==================== cpu_core
### Signal wires on met1, cpu_core

Drawn at 4 px/µm.
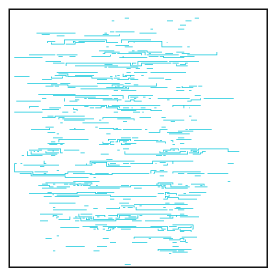
### Zoomed window, cpu_core

Region (36, 36) to (61, 61) µm. Cells in grey, sequential cells in the stronger grey; small squares are vias.
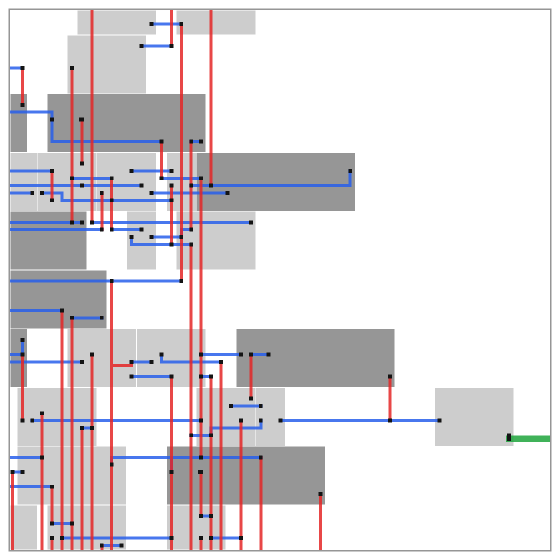
### Logic cells by family, cpu_core

Drawn at 4 px/µm.
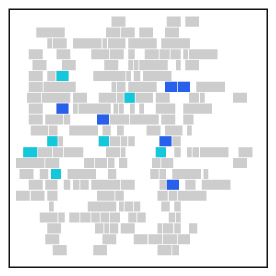
### config.mk
export PLATFORM = sky130hd
export DESIGN_NAME = cpu_core
export DESIGN_NICKNAME = d
export VERILOG_FILES = /design/src/rtl/cpu_core.sv
export SDC_FILE = /design/constraint.sdc
export NUM_CORES = 1
export LEC_CHECK = 0
export CAP_MARGIN = 25
export CORE_UTILIZATION = 35
export DETAILED_ROUTE_END_ITERATION = 10
export PLACE_DENSITY = 0.64
export SLEW_MARGIN = 5
export SYNTH_ARGS = -nofsm -noshare
export SYNTH_HDL_FRONTEND = slang
export SYNTH_SLANG_ARGS = --single-unit
### constraint.sdc
create_clock -name CLK -period 5.5 [get_ports CLK]
set_input_delay 1.1 -clock CLK [delete_from_list [all_inputs] [get_ports CLK]]
set_output_delay 1.1 -clock CLK [all_outputs]
set_load 0.005 [all_outputs]
### src/rtl/cpu_core.sv
// 4-bit execute core: fetches from a 16x8 ROM at PC and executes one instruction per
// execute tick; the tick is RUN-gated and divided down from CLK by CLK_DIV.
module cpu_core #(
  parameter int CLK_DIV = 1
) (
  input  logic       CLK,
  input  logic       RST,
  input  logic       RUN,
  output logic [3:0] ADDR,
  input  logic [7:0] DATA,
  input  logic [3:0] IN,
  output logic [3:0] OUT,
  output logic       CARRY,
  output logic       HALT,
  output logic [3:0] REG_A,
  output logic [3:0] REG_B
);

  localparam int CNT_W = (CLK_DIV > 1) ? $clog2(CLK_DIV) : 1;
  localparam logic [CNT_W-1:0] CNT_MAX = CNT_W'(CLK_DIV - 1);

  typedef enum logic [3:0] {
    OP_ADD_A  = 4'b0000,
    OP_MOV_AB = 4'b0001,
    OP_IN_A   = 4'b0010,
    OP_MOV_AI = 4'b0011,
    OP_MOV_BA = 4'b0100,
    OP_ADD_B  = 4'b0101,
    OP_IN_B   = 4'b0110,
    OP_MOV_BI = 4'b0111,
    OP_OUT_B  = 4'b1001,
    OP_OUT_I  = 4'b1011,
    OP_JNC    = 4'b1110,
    OP_JMP    = 4'b1111
  } opcode_e;

  logic [CNT_W-1:0] cnt_q, cnt_d;
  logic [3:0]       pc_q, pc_d;
  logic [3:0]       a_q, a_d;
  logic [3:0]       b_q, b_d;
  logic [3:0]       out_q, out_d;
  logic             c_q, c_d;
  logic             halt_q, halt_d;

  logic             tick;
  logic [3:0]       im;
  logic [3:0]       pc_inc;
  logic [4:0]       sum_a, sum_b;

  assign tick   = RUN && (cnt_q == CNT_MAX);
  assign im     = DATA[3:0];
  assign pc_inc = pc_q + 4'd1;
  assign sum_a  = {1'b0, a_q} + {1'b0, im};
  assign sum_b  = {1'b0, b_q} + {1'b0, im};

  // NOTE: every signal written here gets a default first, so no path leaves it unassigned (no latch).
  always_comb begin
    cnt_d  = cnt_q;
    pc_d   = pc_q;
    a_d    = a_q;
    b_d    = b_q;
    out_d  = out_q;
    c_d    = c_q;
    halt_d = halt_q;

    if (RUN) begin
      cnt_d = tick ? '0 : cnt_q + CNT_W'(1);
    end

    if (tick) begin
      pc_d = pc_inc;
      c_d  = 1'b0;
      case (opcode_e'(DATA[7:4]))
        OP_ADD_A:  begin a_d = sum_a[3:0]; c_d = sum_a[4]; end
        OP_ADD_B:  begin b_d = sum_b[3:0]; c_d = sum_b[4]; end
        OP_MOV_AI: a_d = im;
        OP_MOV_BI: b_d = im;
        OP_MOV_AB: a_d = b_q;
        OP_MOV_BA: b_d = a_q;
        OP_IN_A:   a_d = IN;
        OP_IN_B:   b_d = IN;
        OP_OUT_B:  out_d = b_q;
        OP_OUT_I:  out_d = im;
        OP_JMP:    pc_d = im;
        // JNC looks at the carry as it stood before this tick.
        OP_JNC:    pc_d = c_q ? pc_inc : im;
        default:   ;
      endcase
      halt_d = (pc_d == pc_q);
    end
  end

  // NOTE: sequential state uses non-blocking assignments so all flops update together at the edge.
  always_ff @(posedge CLK) begin
    if (RST) begin
      cnt_q  <= '0;
      pc_q   <= '0;
      a_q    <= '0;
      b_q    <= '0;
      out_q  <= '0;
      c_q    <= 1'b0;
      halt_q <= 1'b0;
    end else begin
      cnt_q  <= cnt_d;
      pc_q   <= pc_d;
      a_q    <= a_d;
      b_q    <= b_d;
      out_q  <= out_d;
      c_q    <= c_d;
      halt_q <= halt_d;
    end
  end

  assign ADDR  = pc_q;
  assign OUT   = out_q;
  assign CARRY = c_q;
  assign HALT  = halt_q;
  assign REG_A = a_q;
  assign REG_B = b_q;

endmodule
==> impl_metrics.py <==
# Generated from Yosys and OpenROAD reports
metrics = {
    "outcome": {
        "outcome": "finished clean",
    },
    "worst_setup_path": {
        "slowest_delay_ns": 0.64,
        "worstSetupStartpointType": "input pin",
        "cp.buffers_inverters": 2,
        "timing.critical_path.max_delay_family": "buffers and inverters",
        "worstPathCellList": "clkdlybuf4s50_1 > ha_1 > inv_1 > fa_1 > xnor2_1 > mux4_2 > nand2_1 > a21oi_1",
        "timing.critical_path.from": "DATA[0]",
    },
    "cts": {
        "clock_tree.buffer_depth": 2,
        "cts_root_buffer": "sky130_fd_sc_hd__clkbuf_8",
        "cts_post_setup_buffers_inserted": 0,
        "clock_tree_from_tritoncts": "yes",
        "htreeDepth": 1,
        "cts_hold_buf": 0,
    },
    "die": {
        "chip_area_mm2": 0.00411,
        "placementRows": 22,
        "floorplan.core_area_mm2": 0.00369,
    },
    "power": {
        "post-layout-total-power_mw": 0.325,
        "power.net_switching_mw": 0.0915,
        "maxPowerGroup": "sequential cells",
        "share_seq_of_total_power": 0.457,
        "p_clk_frac": 0.306,
    },
    "sta": {
        "finalSetupTns_ns": 0,
        "period_minus_slack_ns": 3.10,
        "layout_setup_ws_ns": 2.40,
        "count_of_endpoints_failing_hold_in_the_final_timing_report": 0,
        "pin_slew_with_the_least_headroom_to_its_limit_ns": 0.900,
        "max_freq_mhz": 323,
        "worst_clock_skew_ns": 0.00415,
    },
    "routing": {
        "met2RoutedLength_um": 1830,
        "drc": 0,
        "detailedRoute.firstIterationViolations": 53,
    },
    "yosys": {
        "yosys-top-cells-count": "sky130_fd_sc_hd__dfxtp_1 (19), sky130_fd_sc_hd__mux2i_1 (13), sky130_fd_sc_hd__nor2_1 (13)",
        "warning_count_from_the_yosys_run": 0,
        "postSynth.asyncResetShare": 0,
        "number_of_enable_type_register_cells_in_the_synthesized_netlist": 0,
        "registers_synthesis": 19,
        "ys_seq_frac": 0.282,
        "mappedNetlistNets": 177,
    },
    "final_layout": {
        "most-common-layout-cells": "sky130_fd_sc_hd__clkdlybuf4s50_1 (32), sky130_fd_sc_hd__dfxtp_1 (19), sky130_fd_sc_hd__mux2i_1 (13), sky130_fd_sc_hd__nor2_1 (13), sky130_fd_sc_hd__a21oi_1 (11)",
        "n_antenna_cell": 0,
        "post_route_cells_drive_above_1_share": 0.0503,
        "stdcell_count": 227,
        "area_delta_synth_final_pct": 28.8,
    },
    "place": {
        "port-buffer-count": 32,
        "dp_worst_setup_slack_ns": 2.16,
        "place.detailed.instances": 223,
        "dp_hpwl_um": 2630,
        "placed_area_mm2": 0.00169,
    },
    "global_route": {
        "grt_use_total": 0.179,
        "grt_max_degree": 24,
        "grt-busiest-layer": "met2",
        "grt_use_met3": 0.0375,
    },
    "worst_hold_path": {
        "worst_hold_path_type": "flop to flop",
    },
    "job": {
        "stage_log_warnings": 26,
    },
}
Notes on 'Signal wires on met1' of cpu_core above:
wire length on this layer: 1510 µm
share of all routed wire: 43%
GR met1 Demand/Resource: 0.207
total routed wirelength: 3490 µm

Notes on 'Zoomed window' of cpu_core above:
| colour | layer |
|---|---|
| blue | M1 |
| red | M2 |
| green | M3 |
most frequent: dfxtp_1 (5), a211oi_1 (4)
cells with their middle in the window: 20
netlist names of flops here include: `OUT` (3), `ADDR` (2)
sequential cells in the window: 5

Notes on 'Logic cells by family' of cpu_core above:
| colour | family | cells | most used |
|---|---|---|---|
| blue | xor and xnor cells | 6 | xor2_1 |
| cyan | non-inverting ao/oa cells | 7 | a21o_1 |

==> path summary, 6_finish.rpt <==
path | endpoint | slack [ns] | cells past startpoint
min | HALT | 0.47 | 2
max reg2reg | REG_A[3] | 3.54 | 4
min reg2reg | HALT | 0.47 | 2
max | REG_B[2] | 2.40 | 8
==> cell type report <==
class | count | share of cell area
inverters | 3 | 0.00647
multi-input cells | 121 | 0.529
clock inverters | 1 | 0.00288
flip-flops and latches | 19 | 0.219
well taps | 48 | 0.0345
clock buffers | 3 | 0.0237
repair buffers | 32 | 0.184
==> per-stage QoR <==
| step | utilization | hold slack [ns] |
|---|---|---|
| final | 0.472 | 0.467 |
| after global routing | 0.472 | 0.505 |
| after CTS | 0.472 | 0.465 |
| after detailed placement | 0.459 | 0.451 |
| after global placement | 0.459 | 0.446 |
| after floorplan | - | 0.453 |
==> logic make-up (layout without fill, tap and decap cells) <==
kind of cell / count (synthesis) / after routing / share of synthesized area
DFF: 19 / 19 / 0.282
xor gates and xnor gates: 6 / 6 / 0.0389
muxes: 16 / 16 / 0.146
adders and majority gates: 11 / 11 / 0.113
and+or+nand+nor: 51 / 51 / 0.199
buffers and inverters: 11 / 39 / 0.0361
AOI/OAI and AO/OA: 37 / 37 / 0.184

==================== hq_a1_calc
### Logic cells by family, hq_a1_calc

Drawn at 2 px/µm.
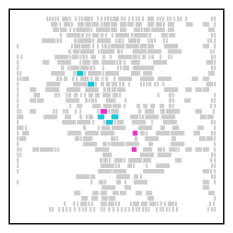
### Routing congestion, hq_a1_calc

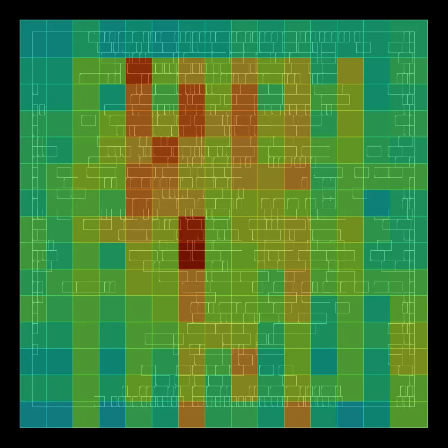
`src/rtl/hq_a1_calc.sv`:
```
// Hq*A1 generator for the SOML decoder: one result row per cycle from built-in Hq and A1
// constants, using adds/subtracts only. All outputs are registered; ready is sticky.
module hq_a1_calc #(
    parameter int unsigned DW = 16
) (
    input  logic            clk,
    input  logic            rst,
    output logic [4*DW-1:0] outcol0_r,
    output logic [4*DW-1:0] outcol0_i,
    output logic [4*DW-1:0] outcol1_r,
    output logic [4*DW-1:0] outcol1_i,
    output logic            ready
);

    // Q8.8 unit; Hq imaginary entries step in half units
    localparam int Scale     = 1 << (DW / 2);
    localparam int HalfScale = Scale / 2;

    localparam logic signed [DW:0] MaxV = (DW+1)'((2 ** (DW - 1)) - 1);
    localparam logic signed [DW:0] MinV = (DW+1)'(-(2 ** (DW - 1)));

    typedef enum logic [1:0] {
        StIdle,
        StCalc,
        StDone
    } state_e;

    state_e     state_q;
    logic [1:0] row_q;

    // Hr[i][k] = (4i+k+1) * 1.0
    function automatic logic signed [DW:0] h_re(input logic [1:0] i, input logic [1:0] k);
        return (DW+1)'((4 * int'(i) + int'(k) + 1) * Scale);
    endfunction

    // Hi[i][k] = (k-i) * 0.5
    function automatic logic signed [DW:0] h_im(input logic [1:0] i, input logic [1:0] k);
        return (DW+1)'((int'(k) - int'(i)) * HalfScale);
    endfunction

    function automatic logic [DW-1:0] sat(input logic signed [DW:0] v);
        if (v > MaxV) begin
            return MaxV[DW-1:0];
        end else if (v < MinV) begin
            return MinV[DW-1:0];
        end
        return v[DW-1:0];
    endfunction

    logic signed [DW:0] sum0_r, sum0_i, sum1_r, sum1_i;
    logic [DW-1:0]      res0_r, res0_i, res1_r, res1_i;

    // A1 col0 = [1,0,0,j]: picks H[:,0] + j*H[:,3]; col1 = [0,1,j,0]: H[:,1] + j*H[:,2]
    always_comb begin
        sum0_r = h_re(row_q, 2'd0) - h_im(row_q, 2'd3);
        sum0_i = h_im(row_q, 2'd0) + h_re(row_q, 2'd3);
        sum1_r = h_re(row_q, 2'd1) - h_im(row_q, 2'd2);
        sum1_i = h_im(row_q, 2'd1) + h_re(row_q, 2'd2);
        res0_r = sat(sum0_r);
        res0_i = sat(sum0_i);
        res1_r = sat(sum1_r);
        res1_i = sat(sum1_i);
    end

    always_ff @(posedge clk) begin
        if (rst) begin
            state_q   <= StIdle;
            row_q     <= 2'd0;
            outcol0_r <= '0;
            outcol0_i <= '0;
            outcol1_r <= '0;
            outcol1_i <= '0;
            ready     <= 1'b0;
        end else begin
            case (state_q)
                StIdle: begin
                    state_q <= StCalc;
                    row_q   <= 2'd0;
                end
                StCalc: begin
                    for (int i = 0; i < 4; i++) begin
                        if (row_q == 2'(i)) begin
                            outcol0_r[i*DW +: DW] <= res0_r;
                            outcol0_i[i*DW +: DW] <= res0_i;
                            outcol1_r[i*DW +: DW] <= res1_r;
                            outcol1_i[i*DW +: DW] <= res1_i;
                        end
                    end
                    row_q <= row_q + 2'd1;
                    if (row_q == 2'd3) begin
                        state_q <= StDone;
                        ready   <= 1'b1;
                    end
                end
                StDone: begin
                    state_q <= StDone;
                end
                default: begin
                    state_q <= StIdle;
                end
            endcase
        end
    end

endmodule

```
`config.mk`:
```
export PLATFORM = sky130hd
export DESIGN_NAME = hq_a1_calc
export DESIGN_NICKNAME = d
export VERILOG_FILES = /design/src/rtl/hq_a1_calc.sv
export SDC_FILE = /design/constraint.sdc
export NUM_CORES = 1
export LEC_CHECK = 0
export CORE_MARGIN = 3
export CORE_UTILIZATION = 40
export CTS_CLUSTER_DIAMETER = 60
export DETAILED_ROUTE_END_ITERATION = 6
export PLACE_DENSITY = 0.87
export SYNTH_ARGS = -nofsm -noshare
export SYNTH_HDL_FRONTEND = slang
export SYNTH_SLANG_ARGS = --single-unit
```
`constraint.sdc`:
```
create_clock -name clk -period 3.68 [get_ports clk]
set_input_delay 0.368 -clock clk [delete_from_list [all_inputs] [get_ports clk]]
set_output_delay 0.368 -clock clk [all_outputs]
set_load 0.01 [all_outputs]
```
==> impl_metrics.py <==
# Generated from Yosys and OpenROAD reports
metrics = {
    "final_layout": {
        "buffer_area_frac": 0.224,
        "seq_area_mm2": 0.00136,
        "final_nets": 541,
        "seq-cell-share": 0.311,
        "design_area_mm2": 0.00438,
        "n_antenna_cell": 0,
        "area_delta_synth_final_pct": 8.62,
        "comb.multi_input.count": 345,
        "layout.filler_cells": 945,
    },
    "cts": {
        "cts_root_buffer": "sky130_fd_sc_hd__clkbuf_8",
        "clock_latency_ns": 0.34,
        "cts_hold_buf": 0,
        "clock_tree_from_tritoncts": "yes",
    },
    "sta": {
        "final.hold.worst_slack_ns": 0.454,
        "finalSetupTns_ns": 0,
        "max_freq_mhz": 451,
        "pin_slew_with_the_least_headroom_to_its_limit_ns": 0.951,
        "setup_viol": 0,
        "count_of_endpoints_failing_hold_in_the_final_timing_report": 0,
    },
    "worst_hold_path": {
        "worst_hold_path_type": "flop to flop",
    },
    "power": {
        "pwr_density_cell_mw_per_mm2": 538,
        "post-layout-total-power_mw": 2.36,
    },
    "global_route": {
        "grt_use_total": 0.135,
    },
    "yosys": {
        "yosys.cell_count.top_type": "sky130_fd_sc_hd__buf_4",
        "yosys.area_share.aoi": 0.0818,
        "synth_area_leader_cell": "sky130_fd_sc_hd__buf_4",
        "post_synth_mux_area_share": 0.0124,
        "postSynthCellCount": 474,
        "ys_seq_frac": 0.337,
        "synth.cellmix.adderShare": 0.0310,
        "yosys-top-cells-count": "sky130_fd_sc_hd__buf_4 (194), sky130_fd_sc_hd__dfxtp_1 (68), sky130_fd_sc_hd__nor2_1 (54)",
        "synth_area_mm2": 0.00404,
    },
    "routing": {
        "routedWlPerCell_um": 12.2,
        "drc": 0,
        "overall_via_count_from_detail_route": 2570,
    },
    "die": {
        "die_height_um": 106,
    },
    "worst_setup_path": {
        "rr_worst_depth": 5,
        "worstSetupStartpointType": "flop",
    },
    "outcome": {
        "outcome": "finished clean",
    },
    "job": {
        "stage_log_warnings": 33,
    },
}
Notes on 'Logic cells by family' of hq_a1_calc above:
| colour | family | cells | most used |
|---|---|---|---|
| magenta | non-inverting ao/oa cells | 3 | o21a_1 |
| cyan | mux cells | 5 | mux2i_1 |
non-filler cells, final: 667
multi-input logic portion of the cell area: 0.373
most numerous logic cell after layout: sky130_fd_sc_hd__conb_1

Notes on 'Routing congestion' of hq_a1_calc above:
final design utilization: 0.449
fraction of met2 tracks used by global routing: 0.222
met3 usage: 0.0461

[worst max-delay path, cell delays in order, from the launching register on]
cell	delay [ns]
sky130_fd_sc_hd__dfxtp_1	0.44
sky130_fd_sc_hd__inv_1	0.22
sky130_fd_sc_hd__ha_1	0.43
sky130_fd_sc_hd__and2_1	0.73
sky130_fd_sc_hd__nor2_1	0.11
sky130_fd_sc_hd__a211oi_2	0.21
[final timing paths]
path / end / from / slack [ns]
worst max-delay path: outcol1_r[10] / row_q[0] / 1.46
worst min-delay path: outcol1_r[40] / outcol1_r[40] / 0.45
worst max register to register: outcol1_r[10] / row_q[0] / 1.46
worst min register to register: outcol1_r[40] / outcol1_r[40] / 0.45
[report_power, final]
| group | internal (mW) | leakage, nW | switching, mW | total [mW] |
|---|---|---|---|---|
| sequential | 0.833 | 0.551 | 0.0861 | 0.919 |
| combinational | 0.336 | 1.19 | 0.438 | 0.774 |
| clock | 0.397 | 0.113 | 0.270 | 0.667 |
| total | 1.57 | 1.85 | 0.794 | 2.36 |
[cells by family after synthesis]
logic type	count (synthesis)
XOR/XNOR	2
AND/OR/NAND/NOR	119
AND-OR/OR-AND	49
other	1
buffers and inverters	220
multiplexers	5
flip-flops	68
adder cells (fa/ha/maj)	10

==================== mem_lsu
### Routing congestion, mem_lsu

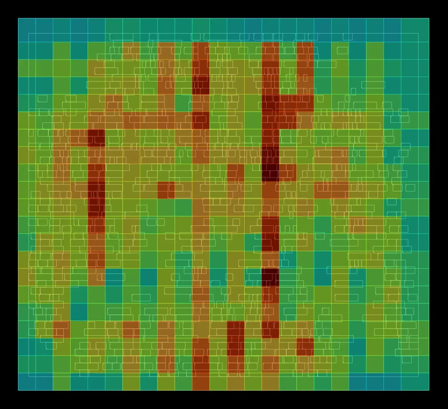
### Sequential cells coloured by netlist name, mem_lsu

Drawn at 3 px/µm. Other sequential cells in the stronger grey, the rest of the logic in the fainter grey.
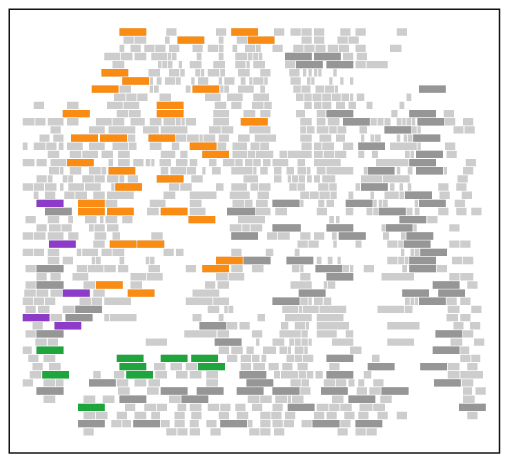
### Signal wires on met1, mem_lsu

Drawn at 1.5 px/µm.
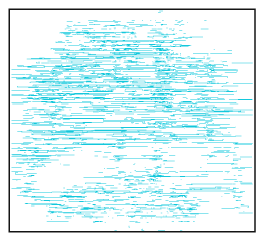
==> src/rtl/mem_lsu_pkg.sv <==
// Shared types and constants for the MEM-stage load/store unit.
// Latency: none (types and pure functions only).
// Backpressure: not applicable.
package mem_lsu_pkg;

  typedef enum logic [1:0] {
    IDLE    = 2'd0,
    LD_DATA = 2'd1,
    ST_RMW  = 2'd2
  } lsu_state_t;

  typedef enum logic [1:0] {
    SZ_B = 2'd0,
    SZ_H = 2'd1,
    SZ_W = 2'd2
  } lsu_size_t;

  localparam logic [2:0] F3_LB  = 3'd0;
  localparam logic [2:0] F3_LH  = 3'd1;
  localparam logic [2:0] F3_LW  = 3'd2;
  localparam logic [2:0] F3_LBU = 3'd4;
  localparam logic [2:0] F3_LHU = 3'd5;

  // Access size; the unused encodings (3, 6, 7) fall back to a full word.
  function automatic lsu_size_t f3_size(input logic [2:0] f3);
    case (f3)
      F3_LB, F3_LBU: return SZ_B;
      F3_LH, F3_LHU: return SZ_H;
      F3_LW:         return SZ_W;
      default:       return SZ_W;
    endcase
  endfunction

  // Only LB and LH sign-extend; everything else is zero-extended.
  function automatic logic f3_signed(input logic [2:0] f3);
    return (f3 == F3_LB) || (f3 == F3_LH);
  endfunction

endpackage

==> src/rtl/lsu_align.sv <==
// Byte-lane steering: extracts/extends load data and merges sub-word store data into a word.
// Latency: purely combinational.
// Backpressure: none; the caller owns all flow control.
module lsu_align
  import mem_lsu_pkg::*;
(
  input  logic [2:0]  i_funct3,
  input  logic [1:0]  i_offset,
  input  logic [31:0] i_rdata,
  input  logic [31:0] i_wdata,
  output logic [31:0] o_load_data,
  output logic [31:0] o_store_word
);

  lsu_size_t   w_size;
  logic        w_sext;
  logic [4:0]  w_shamt;
  logic [7:0]  w_byte;
  logic [15:0] w_half;
  logic [31:0] w_mask;
  logic [31:0] w_lane;

  assign w_size  = f3_size(i_funct3);
  assign w_sext  = f3_signed(i_funct3);
  assign w_shamt = {i_offset, 3'b000};
  assign w_byte  = i_rdata[w_shamt +: 8];
  assign w_half  = i_rdata[{i_offset[1], 4'b0000} +: 16];

  // Load path: pick the addressed lane and extend it to 32 bits.
  always_comb begin
    o_load_data = i_rdata;
    case (w_size)
      SZ_B:    o_load_data = {{24{w_sext & w_byte[7]}}, w_byte};
      SZ_H:    o_load_data = {{16{w_sext & w_half[15]}}, w_half};
      default: o_load_data = i_rdata;
    endcase
  end

  // Store path: replicate the store data across lanes, then mask in only the addressed lane.
  always_comb begin
    w_mask = 32'hFFFF_FFFF;
    w_lane = i_wdata;
    case (w_size)
      SZ_B: begin
        w_mask = 32'h0000_00FF << w_shamt;
        w_lane = {4{i_wdata[7:0]}};
      end
      SZ_H: begin
        w_mask = 32'h0000_FFFF << w_shamt;
        w_lane = {2{i_wdata[15:0]}};
      end
      default: ;
    endcase
    o_store_word = (i_rdata & ~w_mask) | (w_lane & w_mask);
  end

endmodule

==> src/rtl/mem_lsu.sv <==
// MEM-stage LSU: maps RV32 loads/stores onto a word-only dmem with a 1-cycle registered read.
// Latency: SW writes in the accept cycle; loads pulse o_wb_valid 2 cycles after accept; SB/SH write 1 cycle after accept.
// Backpressure: o_ready is high only in IDLE; it drops for one cycle after a good load or sub-word store.
module mem_lsu
  import mem_lsu_pkg::*;
#(
  parameter int ADDR_WIDTH = 9,
  parameter int DATA_WIDTH = 32
) (
  input  logic                  i_clk,
  input  logic                  i_rst_n,
  input  logic                  i_valid,
  output logic                  o_ready,
  input  logic                  i_load,
  input  logic                  i_store,
  input  logic [2:0]            i_funct3,
  input  logic [31:0]           i_addr,
  input  logic [DATA_WIDTH-1:0] i_wdata,
  input  logic [4:0]            i_rd,
  output logic                  o_dmem_we,
  output logic [ADDR_WIDTH-1:0] o_dmem_addr,
  output logic [DATA_WIDTH-1:0] o_dmem_wdata,
  input  logic [DATA_WIDTH-1:0] i_dmem_rdata,
  output logic                  o_wb_valid,
  output logic [DATA_WIDTH-1:0] o_wb_data,
  output logic [4:0]            o_wb_rd,
  output logic                  o_exc,
  output logic                  o_exc_cause,
  output logic [31:0]           o_exc_addr
);

  lsu_state_t            r_state, w_next_state;
  lsu_size_t             w_size;
  logic                  w_idle, w_accept, w_mis, w_oor, w_fault, w_take;
  logic                  w_ready, w_we;
  logic [ADDR_WIDTH-1:0] w_addr;
  logic [DATA_WIDTH-1:0] w_wdata;
  logic [31:0]           w_load_data, w_merged;

  logic [ADDR_WIDTH-1:0] r_waddr;
  logic [1:0]            r_offset;
  logic [2:0]            r_funct3;
  logic [DATA_WIDTH-1:0] r_wdata;
  logic [4:0]            r_rd;
  logic                  r_wb_valid, r_exc, r_exc_cause;
  logic [DATA_WIDTH-1:0] r_wb_data;
  logic [4:0]            r_wb_rd;
  logic [31:0]           r_exc_addr;

  assign w_idle   = (r_state == IDLE);
  assign w_size   = f3_size(i_funct3);
  assign w_accept = i_valid & w_idle & (i_load | i_store);
  // Misalignment wins over range when both apply.
  assign w_mis    = ((w_size == SZ_H) & i_addr[0]) | ((w_size == SZ_W) & (|i_addr[1:0]));
  assign w_oor    = |i_addr[31:ADDR_WIDTH+2];
  assign w_fault  = w_mis | w_oor;
  assign w_take   = w_accept & ~w_fault;

  lsu_align u_align (
    .i_funct3     (r_funct3),
    .i_offset     (r_offset),
    .i_rdata      (i_dmem_rdata),
    .i_wdata      (r_wdata),
    .o_load_data  (w_load_data),
    .o_store_word (w_merged)
  );

  // State register.
  always_ff @(posedge i_clk or negedge i_rst_n) begin
    if (!i_rst_n) r_state <= IDLE;
    else          r_state <= w_next_state;
  end

  // Next state: loads and sub-word stores take one extra cycle; SW and faults stay in IDLE.
  always_comb begin
    w_next_state = r_state;
    case (r_state)
      IDLE: begin
        if (w_take && i_load)                            w_next_state = LD_DATA;
        else if (w_take && i_store && (w_size != SZ_W)) w_next_state = ST_RMW;
      end
      LD_DATA: w_next_state = IDLE;
      ST_RMW:  w_next_state = IDLE;
      default: w_next_state = IDLE;
    endcase
  end

  // dmem drive: IDLE follows the EX inputs directly, the second cycle uses the latched address.
  always_comb begin
    w_ready = 1'b0;
    w_we    = 1'b0;
    w_addr  = i_addr[ADDR_WIDTH+1:2];
    w_wdata = i_wdata;
    case (r_state)
      IDLE: begin
        w_ready = 1'b1;
        w_we    = w_take & i_store & ~i_load & (w_size == SZ_W);
      end
      LD_DATA: w_addr = r_waddr;
      ST_RMW: begin
        w_addr  = r_waddr;
        w_wdata = w_merged;
        w_we    = 1'b1;
      end
      default: ;
    endcase
  end

  // dmem has no reset of its own, so writes are gated while reset is held.
  assign o_ready      = w_ready;
  assign o_dmem_we    = w_we & i_rst_n;
  assign o_dmem_addr  = w_addr;
  assign o_dmem_wdata = w_wdata;

  // Capture the op on a fault-free accept for use in the second cycle.
  always_ff @(posedge i_clk or negedge i_rst_n) begin
    if (!i_rst_n) begin
      r_waddr  <= '0;
      r_offset <= 2'b00;
      r_funct3 <= 3'b000;
      r_wdata  <= '0;
      r_rd     <= 5'd0;
    end else if (w_take) begin
      r_waddr  <= i_addr[ADDR_WIDTH+1:2];
      r_offset <= i_addr[1:0];
      r_funct3 <= i_funct3;
      r_wdata  <= i_wdata;
      r_rd     <= i_rd;
    end
  end

  // Writeback and fault reporting; pulses last one cycle, payloads hold until the next event.
  always_ff @(posedge i_clk or negedge i_rst_n) begin
    if (!i_rst_n) begin
      r_wb_valid  <= 1'b0;
      r_wb_data   <= '0;
      r_wb_rd     <= 5'd0;
      r_exc       <= 1'b0;
      r_exc_cause <= 1'b0;
      r_exc_addr  <= 32'd0;
    end else begin
      r_wb_valid <= (r_state == LD_DATA);
      if (r_state == LD_DATA) begin
        r_wb_data <= w_load_data;
        r_wb_rd   <= r_rd;
      end
      r_exc <= w_accept & w_fault;
      if (w_accept && w_fault) begin
        r_exc_cause <= ~w_mis;
        r_exc_addr  <= i_addr;
      end
    end
  end

  assign o_wb_valid  = r_wb_valid;
  assign o_wb_data   = r_wb_data;
  assign o_wb_rd     = r_wb_rd;
  assign o_exc       = r_exc;
  assign o_exc_cause = r_exc_cause;
  assign o_exc_addr  = r_exc_addr;

endmodule

==> config.mk <==
export PLATFORM = sky130hd
export DESIGN_NAME = mem_lsu
export DESIGN_NICKNAME = d
export VERILOG_FILES = /design/src/rtl/mem_lsu_pkg.sv /design/src/rtl/lsu_align.sv /design/src/rtl/mem_lsu.sv
export SDC_FILE = /design/constraint.sdc
export NUM_CORES = 1
export LEC_CHECK = 0
export CAP_MARGIN = 20
export CORE_ASPECT_RATIO = 0.9
export CORE_MARGIN = 4
export CORE_UTILIZATION = 30
export DETAILED_ROUTE_END_ITERATION = 12
export SLEW_MARGIN = 25
export SYNTH_ARGS = -nofsm -noshare
export SYNTH_HDL_FRONTEND = slang
export SYNTH_SLANG_ARGS = --single-unit
==> constraint.sdc <==
create_clock -name i_clk -period 2.6 [get_ports i_clk]
set_clock_uncertainty 0.2 [all_clocks]
set_input_delay 0.39 -clock i_clk [delete_from_list [all_inputs] [get_ports i_clk]]
set_output_delay 0.39 -clock i_clk [all_outputs]
set_load 0.005 [all_outputs]
==> impl_metrics.py <==
# Generated from Yosys and OpenROAD reports
metrics = {
    "cts": {
        "clock_latency_ns": 0.41,
        "numClockSinks": 125,
        "clk_pin_slew_ns": 0.06,
        "number_of_cts_inserted_buffers": 17,
    },
    "sta": {
        "period_minus_slack_ns": 2.79,
        "finalSetupTns_ns": -2.57,
        "setup_viol": 16,
        "final.hold.worst_slack_ns": 0.114,
        "layout_setup_ws_ns": -0.186,
        "max_freq_mhz": 359,
    },
    "yosys": {
        "ys_area_mm2": 0.00648,
        "synth_area_mm2": 0.00648,
        "registers_synthesis": 125,
        "postSynth.topFlopCell": "sky130_fd_sc_hd__dfrtp_1",
        "synth.cellmix.adderShare": 0.00579,
        "postSynthCellCount": 548,
        "yosys.area_share.aoi": 0.0896,
        "postSynth.asyncResetShare": 1.00,
        "post_synth_mux_area_share": 0.306,
    },
    "job": {
        "max_cap_violations": 0,
    },
    "power": {
        "comb_power_share": 0.143,
        "power.net_switching_mw": 1.25,
        "p_clk_frac": 0.478,
    },
    "worst_setup_path": {
        "cp.buffers_inverters": 2,
        "crit-reg2reg-launch": "r_funct3[1]",
        "timing.critical_path.from": "r_funct3[1]",
        "rr_worst_depth": 5,
        "crit_path_frequent_cell": "sky130_fd_sc_hd__mux2_4",
        "path_depth": 6,
        "worstPathArrival_ns": 2.20,
    },
    "global_route": {
        "initial_antenna_violation_count": 0,
        "leftover_overflow_at_the_end_of_global_routing": 0,
        "wire_length_of_the_first_global_routing_pass_um": 34900,
    },
    "routing": {
        "detailedRoute.firstIterationViolations": 407,
        "dr.max_layer_used": "met4",
        "m1WireLength_um": 10200,
    },
    "die": {
        "fp-utilization": 0.308,
        "placementRows": 50,
    },
    "worst_hold_path": {
        "worst_hold_path_type": "input pin to flop",
    },
    "outcome": {
        "outcome": "finished, violations left",
        "violations_in_the_final_reports": "setup timing",
    },
    "place": {
        "gp_congestion": 0.827,
    },
    "final_layout": {
        "post_route_cells_drive_above_1_share": 0.380,
    },
}
Notes on 'Routing congestion' of mem_lsu above:
met3 usage: 0.0535
global-route usage over all layers: 0.188
fraction of met2 tracks used by global routing: 0.290
Wirelength per Cell: 20.0 µm
final design utilization: 0.498

Notes on 'Sequential cells coloured by netlist name' of mem_lsu above:
| colour | netlist name | sequential cells |
|---|---|---|
| green | `r_waddr` | 9 |
| purple | `r_rd` | 5 |
| orange | `r_wdata` | 32 |
not coloured: 79

Notes on 'Signal wires on met1' of mem_lsu above:
wire length on this layer: 10200 µm
share of all routed wire: 45%
main direction: horizontal
total routed wirelength: 22700 µm
overall via count from detail_route: 5601

## through the flow
| step | std cells | cell area [µm²] | total power, mW |
|---|---|---|---|
| after floorplan | 548 | 6480 | 2.31 |
| after detailed placement | 1079 | 9420 | 2.92 |
| after CTS | 1131 | 10500 | 5.60 |
| after global placement | 1079 | 9420 | 2.90 |
| after global routing | 1133 | 10500 | 5.73 |
| final | 1133 | 10500 | 5.52 |
## worst min-delay path by stage
stage               startpoint        endpoint
floorplan              i_rst_n           o_exc
global placement       r_rd[2]         r_rd[2]
detailed placement     r_rd[1]         r_rd[1]
CTS                 i_addr[28]  o_exc_addr[28]
global route        i_addr[30]  o_exc_addr[30]
finish              i_addr[30]  o_exc_addr[30]
## power by group through the flow
stage	combinational [mW]	clock (mW)	sequential, mW
floorplan	0.178	0	2.13
global placement	0.779	0	2.12
detailed placement	0.790	0	2.13
CTS	0.801	2.70	2.09
global route	0.848	2.78	2.10
finish	0.791	2.64	2.09
## layout make-up
type / count / area share
well taps: 286 / 0.0342
repair buffers: 305 / 0.281
clock inverters: 14 / 0.0205
clock buffers: 18 / 0.0419
multi-input cells: 377 / 0.320
inverters: 8 / 0.00334
flip-flops and latches: 125 / 0.299

Power is estimated from default activity; no workload was simulated.
